######## labs_search_ctrl ########
==> src/rtl/labs_pkg.sv <==
// Shared types and constants for the LABS search sequencer.
package labs_pkg;

    typedef enum logic [1:0] {
        ST_IDLE  = 2'd0,
        ST_RUN   = 2'd1,
        ST_DRAIN = 2'd2,
        ST_DONE  = 2'd3
    } state_t;

    // All-ones energy of a given width; used as the "nothing seen yet" best value.
    function automatic logic [63:0] e_max(input int unsigned w);
        if (w >= 64) begin
            e_max = '1;
        end else begin
            e_max = (64'd1 << w) - 64'd1;
        end
    endfunction

endpackage

==> src/rtl/labs_best_tracker.sv <==
// Tracks the minimum energy, the first sequence reaching it, and the saturating tie count.
module labs_best_tracker
    import labs_pkg::*;
#(
    parameter int unsigned SEQ_WIDTH = 8,
    parameter int unsigned E_WIDTH   = 20,
    parameter int unsigned CNT_WIDTH = 16
) (
    input  logic                 clk,
    input  logic                 rst_n,
    input  logic                 clear,
    input  logic                 valid,
    input  logic [SEQ_WIDTH-1:0] res_seq,
    input  logic [E_WIDTH-1:0]   res_e,
    output logic [SEQ_WIDTH-1:0] best_seq,
    output logic [E_WIDTH-1:0]   best_e,
    output logic [CNT_WIDTH-1:0] ties
);

    localparam logic [E_WIDTH-1:0] E_MAX = E_WIDTH'(e_max(E_WIDTH));

    // Strictly lower energy restarts the tie count; equal energy keeps the first sequence.
    always_ff @(posedge clk or negedge rst_n) begin
        if (!rst_n) begin
            best_seq <= '0;
            best_e   <= E_MAX;
            ties     <= '0;
        end else if (clear) begin
            best_seq <= '0;
            best_e   <= E_MAX;
            ties     <= '0;
        end else if (valid) begin
            if (res_e < best_e) begin
                best_e   <= res_e;
                best_seq <= res_seq;
                ties     <= CNT_WIDTH'(1);
            end else if (res_e == best_e) begin
                if (ties != '1) begin
                    ties <= ties + CNT_WIDTH'(1);
                end
            end
        end
    end

endmodule

==> src/rtl/labs_search_ctrl.sv <==
// Enumerates a sequence range into calc_e, one per cycle, and collects the minimum energy.
module labs_search_ctrl
    import labs_pkg::*;
#(
    parameter int unsigned SEQ_WIDTH = 8,
    parameter int unsigned E_WIDTH   = 20,
    parameter int unsigned CNT_WIDTH = 16
) (
    input  logic                 clk,
    input  logic                 rst_n,
    input  logic [SEQ_WIDTH-1:0] cfg_first,
    input  logic [CNT_WIDTH-1:0] cfg_count,
    input  logic                 start,
    input  logic                 abort,
    input  logic                 hold,
    output logic                 busy,
    output logic                 done,
    output logic [SEQ_WIDTH-1:0] best_seq,
    output logic [E_WIDTH-1:0]   best_e,
    output logic [CNT_WIDTH-1:0] ties,
    output logic [SEQ_WIDTH-1:0] pe_seq,
    output logic                 pe_valid,
    input  logic [SEQ_WIDTH-1:0] res_seq,
    input  logic [E_WIDTH-1:0]   res_e,
    input  logic                 res_valid
);

    state_t               state_q, state_d;
    logic [SEQ_WIDTH-1:0] cur_q, cur_d;
    logic [CNT_WIDTH-1:0] count_q, count_d;
    logic [CNT_WIDTH-1:0] issued_q, issued_d;
    logic [CNT_WIDTH-1:0] returned_q, returned_d;
    logic [SEQ_WIDTH-1:0] pe_seq_d;
    logic                 pe_valid_d;
    logic                 busy_d;
    logic                 done_d;
    logic                 trk_clear;
    logic                 trk_valid;

    // Next-state and datapath; an accepted start issues cfg_first on the same edge.
    always_comb begin
        state_d    = state_q;
        cur_d      = cur_q;
        count_d    = count_q;
        issued_d   = issued_q;
        returned_d = returned_q;
        pe_seq_d   = pe_seq;
        pe_valid_d = 1'b0;
        trk_clear  = 1'b0;
        trk_valid  = 1'b0;

        case (state_q)
            ST_IDLE, ST_DONE: begin
                if (start && abort) begin
                    state_d = ST_IDLE;
                end else if (start) begin
                    trk_clear  = 1'b1;
                    count_d    = cfg_count;
                    issued_d   = '0;
                    returned_d = '0;
                    cur_d      = cfg_first;
                    if (cfg_count == '0) begin
                        state_d = ST_DONE;
                    end else begin
                        state_d = ST_RUN;
                        if (!hold) begin
                            pe_valid_d = 1'b1;
                            pe_seq_d   = cfg_first;
                            cur_d      = cfg_first + SEQ_WIDTH'(1);
                            issued_d   = CNT_WIDTH'(1);
                            if (cfg_count == CNT_WIDTH'(1)) begin
                                state_d = ST_DRAIN;
                            end
                        end
                    end
                end
            end
            ST_RUN: begin
                trk_valid = res_valid;
                if (res_valid) begin
                    returned_d = returned_q + CNT_WIDTH'(1);
                end
                if (abort) begin
                    state_d = ST_IDLE;
                end else if (!hold) begin
                    pe_valid_d = 1'b1;
                    pe_seq_d   = cur_q;
                    cur_d      = cur_q + SEQ_WIDTH'(1);
                    issued_d   = issued_q + CNT_WIDTH'(1);
                    if (issued_d == count_q) begin
                        state_d = ST_DRAIN;
                    end
                end
            end
            ST_DRAIN: begin
                trk_valid = res_valid;
                if (res_valid) begin
                    returned_d = returned_q + CNT_WIDTH'(1);
                end
                if (abort) begin
                    state_d = ST_IDLE;
                end else if (res_valid && (returned_d == count_q)) begin
                    state_d = ST_DONE;
                end
            end
            default: state_d = ST_IDLE;
        endcase

        busy_d = (state_d == ST_RUN) || (state_d == ST_DRAIN);
        done_d = (state_d == ST_DONE);
    end

    always_ff @(posedge clk or negedge rst_n) begin
        if (!rst_n) begin
            state_q    <= ST_IDLE;
            cur_q      <= '0;
            count_q    <= '0;
            issued_q   <= '0;
            returned_q <= '0;
            pe_seq     <= '0;
            pe_valid   <= 1'b0;
            busy       <= 1'b0;
            done       <= 1'b0;
        end else begin
            state_q    <= state_d;
            cur_q      <= cur_d;
            count_q    <= count_d;
            issued_q   <= issued_d;
            returned_q <= returned_d;
            pe_seq     <= pe_seq_d;
            pe_valid   <= pe_valid_d;
            busy       <= busy_d;
            done       <= done_d;
        end
    end

    labs_best_tracker #(
        .SEQ_WIDTH (SEQ_WIDTH),
        .E_WIDTH   (E_WIDTH),
        .CNT_WIDTH (CNT_WIDTH)
    ) u_best (
        .clk      (clk),
        .rst_n    (rst_n),
        .clear    (trk_clear),
        .valid    (trk_valid),
        .res_seq  (res_seq),
        .res_e    (res_e),
        .best_seq (best_seq),
        .best_e   (best_e),
        .ties     (ties)
    );

endmodule

==> config.mk <==
export PLATFORM = sky130hd
export DESIGN_NAME = labs_search_ctrl
export DESIGN_NICKNAME = d
export VERILOG_FILES = /design/src/rtl/labs_pkg.sv /design/src/rtl/labs_best_tracker.sv /design/src/rtl/labs_search_ctrl.sv
export SDC_FILE = /design/constraint.sdc
export NUM_CORES = 1
export LEC_CHECK = 0
export CAP_MARGIN = 5
export CORE_MARGIN = 5
export CORE_UTILIZATION = 45
export DETAILED_ROUTE_END_ITERATION = 10
export MAX_ROUTING_LAYER = met4
export PLACE_DENSITY = 0.82
export SYNTH_ARGS = -nofsm -noshare
export SYNTH_HDL_FRONTEND = slang
export SYNTH_SLANG_ARGS = --single-unit
export TNS_END_PERCENT = 50
==> constraint.sdc <==
create_clock -name clk -period 2.4 [get_ports clk]
set_input_delay 0.48 -clock clk [delete_from_list [all_inputs] [get_ports clk]]
set_output_delay 0.48 -clock clk [all_outputs]
set_load 0.1 [all_outputs]
######## ternary_dot_sequencer ########
## config.mk

```make
export PLATFORM = sky130hd
export DESIGN_NAME = ternary_dot_sequencer
export DESIGN_NICKNAME = d
export VERILOG_FILES = /design/src/rtl/ternary_dot_sequencer.sv
export SDC_FILE = /design/constraint.sdc
export NUM_CORES = 1
export LEC_CHECK = 0
export ABC_AREA = 1
export ABC_CLOCK_PERIOD_IN_PS = 2600
export CORE_MARGIN = 5
export CORE_UTILIZATION = 45
export CTS_CLUSTER_DIAMETER = 80
export DETAILED_ROUTE_END_ITERATION = 8
export GPL_ROUTABILITY_DRIVEN = 0
export PLACE_DENSITY = 0.78
export SLEW_MARGIN = 20
export SYNTH_ARGS = -nofsm -noshare
export SYNTH_HDL_FRONTEND = slang
export SYNTH_SLANG_ARGS = --single-unit
```

## constraint.sdc

```tcl
create_clock -name clk -period 2.6 [get_ports clk]
set_clock_uncertainty 0.2 [all_clocks]
set_input_delay 0.65 -clock clk [delete_from_list [all_inputs] [get_ports clk]]
set_output_delay 0.65 -clock clk [all_outputs]
set_load 0.02 [all_outputs]
```

## src/rtl/ternary_dot_sequencer.sv

```systemverilog
// Vector-loop sequencer for the ternary dot datapath: issues chunk indices, accumulates
// returned partial sums with per-step saturation, and holds the result until res_ready.
module ternary_dot_sequencer #(
   parameter int CHUNKS = 8,
   parameter int PSUM_W = 14,
   parameter int ACC_W  = 16
) (
   input  logic                      clk,
   input  logic                      rst,
   input  logic                      start,
   input  logic [$clog2(CHUNKS):0]   len,
   output logic                      busy,
   output logic                      dp_en,
   output logic [$clog2(CHUNKS)-1:0] dp_addr,
   input  logic [PSUM_W-1:0]         psum,
   input  logic                      psum_valid,
   output logic [ACC_W-1:0]          res,
   output logic                      res_valid,
   input  logic                      res_ready,
   output logic                      sat
);

   localparam int LEN_W  = $clog2(CHUNKS) + 1;
   localparam int ADDR_W = $clog2(CHUNKS);

   localparam logic [ACC_W-1:0] ACC_MAX  = {1'b0, {(ACC_W-1){1'b1}}};
   localparam logic [ACC_W-1:0] ACC_MIN  = {1'b1, {(ACC_W-1){1'b0}}};
   localparam logic [LEN_W-1:0] CHUNKS_L = LEN_W'(CHUNKS);

   typedef enum logic [1:0] {
      S_IDLE  = 2'd0,
      S_ISSUE = 2'd1,
      S_DRAIN = 2'd2,
      S_DONE  = 2'd3
   } state_t;

   state_t             state_q, state_d;
   logic [LEN_W-1:0]   len_q, len_d;
   logic [LEN_W-1:0]   issue_cnt_q, issue_cnt_d;
   logic [LEN_W-1:0]   rcv_cnt_q, rcv_cnt_d;
   logic [ACC_W-1:0]   acc_q, acc_d;
   logic               sat_q, sat_d;
   logic               busy_q, busy_d;

   logic [LEN_W-1:0]   len_eff;
   logic [ACC_W:0]     sum;
   logic               take;

   always_comb begin
      state_d     = state_q;
      len_d       = len_q;
      issue_cnt_d = issue_cnt_q;
      rcv_cnt_d   = rcv_cnt_q;
      acc_d       = acc_q;
      sat_d       = sat_q;

      len_eff = (len > CHUNKS_L) ? CHUNKS_L : len;

      // One guard bit is enough: both operands fit ACC_W, so overflow shows as a
      // disagreement between the top two bits of the sum.
      sum  = {acc_q[ACC_W-1], acc_q} + {{(ACC_W+1-PSUM_W){psum[PSUM_W-1]}}, psum};
      take = ((state_q == S_ISSUE) || (state_q == S_DRAIN)) && psum_valid
             && (rcv_cnt_q != len_q);

      if (take) begin
         rcv_cnt_d = rcv_cnt_q + 1'b1;
         if (sum[ACC_W] != sum[ACC_W-1]) begin
            acc_d = sum[ACC_W] ? ACC_MIN : ACC_MAX;
            sat_d = 1'b1;
         end else begin
            acc_d = sum[ACC_W-1:0];
         end
      end

      case (state_q)
         S_IDLE: begin
            if (start) begin
               acc_d       = '0;
               sat_d       = 1'b0;
               issue_cnt_d = '0;
               rcv_cnt_d   = '0;
               len_d       = len_eff;
               state_d     = (len_eff == '0) ? S_DONE : S_ISSUE;
            end
         end
         S_ISSUE: begin
            issue_cnt_d = issue_cnt_q + 1'b1;
            if (issue_cnt_d == len_q) begin
               state_d = (rcv_cnt_d == len_q) ? S_DONE : S_DRAIN;
            end
         end
         S_DRAIN: begin
            if (rcv_cnt_d == len_q) begin
               state_d = S_DONE;
            end
         end
         S_DONE: begin
            if (res_ready) begin
               state_d = S_IDLE;
            end
         end
         default: state_d = S_IDLE;
      endcase

      busy_d = (state_d != S_IDLE);
   end

   always_ff @(posedge clk) begin
      if (rst) begin
         state_q     <= S_IDLE;
         len_q       <= '0;
         issue_cnt_q <= '0;
         rcv_cnt_q   <= '0;
         acc_q       <= '0;
         sat_q       <= 1'b0;
         busy_q      <= 1'b0;
      end else begin
         state_q     <= state_d;
         len_q       <= len_d;
         issue_cnt_q <= issue_cnt_d;
         rcv_cnt_q   <= rcv_cnt_d;
         acc_q       <= acc_d;
         sat_q       <= sat_d;
         busy_q      <= busy_d;
      end
   end

   assign busy      = busy_q;
   assign dp_en     = (state_q == S_ISSUE);
   assign dp_addr   = dp_en ? issue_cnt_q[ADDR_W-1:0] : '0;
   assign res       = acc_q;
   assign res_valid = (state_q == S_DONE);
   assign sat       = sat_q;

endmodule
```

Figure 1. Clock network drawn from the DEF (labs_search_ctrl).
Bar = 50 um.
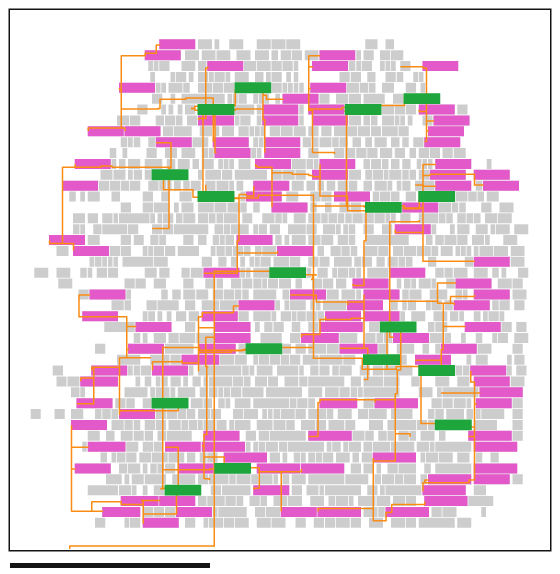
[clock wires] orange | length: 1,720 um
[cells driving clock nets] green | count: 17
[flip-flops] magenta | count: 113
flops lie: widely spread

==> out/results.ini, labs_search_ctrl <==
[grt]
overflow=0
use_met3_pct=4.92

[yosys]
ys_cells=811
top_logic_kind=simple AND/OR/NAND/NOR gates
yosys.area_share.aoi_pct=17.6
synth.area.mux_share_pct=1.44

[layout]
post-route-util_pct=69.7
final_common_cell=buf_4

[run_status]
outcome=complete, but fails checks
failed_checks=negative setup slack

[detailed_routing]
vias=7296
detail-route-antenna-nets=0
met2_length_um=11500

[final_timing]
setup_viol=46
fin_ws_ps=-330

[place]
dp_cells=1220

[pwr]
power.share.sequential_pct=28.1

[floorplan]
pin_count=113
tapCellCount=211

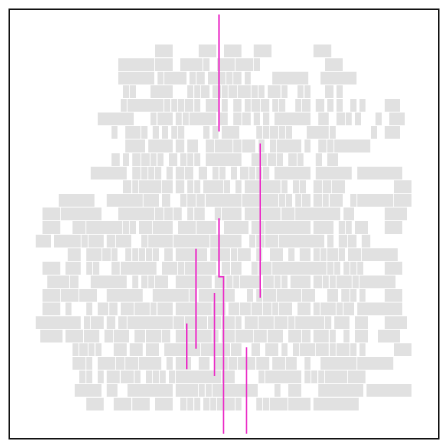
Figure 2: ternary_dot_sequencer, met4 routing.
share of all routed wire: 2.1%
wire length on this layer: 159 um
nets with wire on the layer: 7
main direction: vertical
longest straight run: 31.3 um

==> out/results.ini, ternary_dot_sequencer <==
[yosys]
top_logic_kind=simple AND/OR/NAND/NOR gates
yosysMostFrequentCell=nand2_1
synth_top_area_share_pct=24.8
synth.avg_cell_area_um2=6.53

[floorplan]
chipArea_mm2=0.00735

[detailed_routing]
met2_length_um=3750
drc=0
route.met3.wl_um=426

[pwr]
powerClk_uw=483
p_seq_uw=543
p_clk_share_pct=30.7

[grt]
track_usage_pct=20.8

[worst_hold_path]
holdPathStages=2

[layout]
area_growth_pct=47.6

[run]
max_cap_viol_count=0

[run_status]
outcome=complete, no violations

[place]
dp_cells=540



==> gallery <==
Register map, names as in the netlist.
Other sequential cells in the stronger gray, the rest of the logic in the fainter gray.
shot_01.png
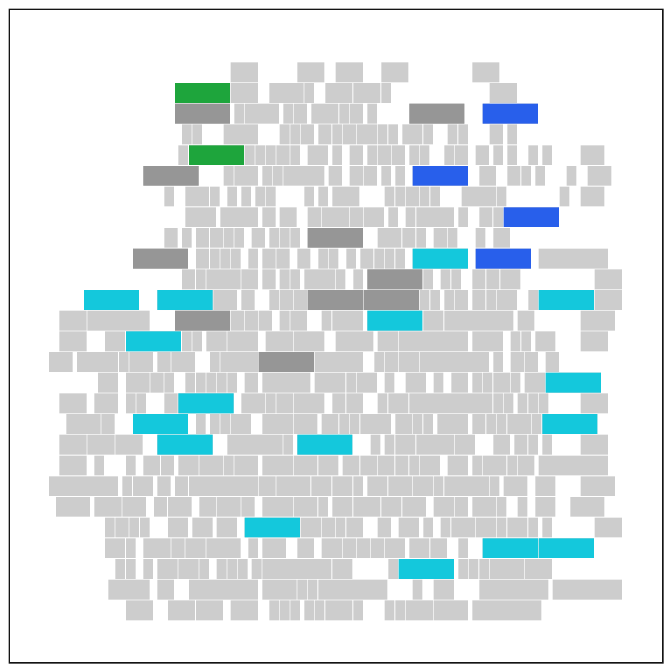
shot_02.png
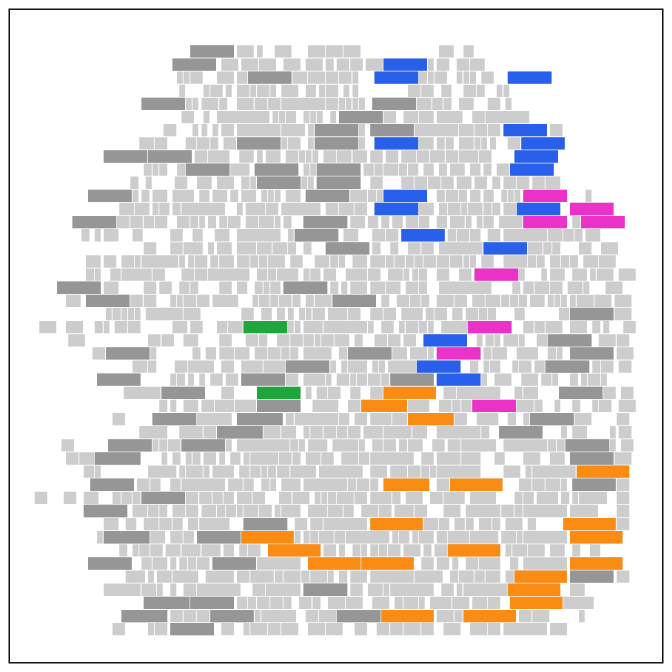
- most cells: shot_02.png
- most sequential cells: shot_02.png
shot_01.png -> ternary_dot_sequencer
shot_02.png -> labs_search_ctrl

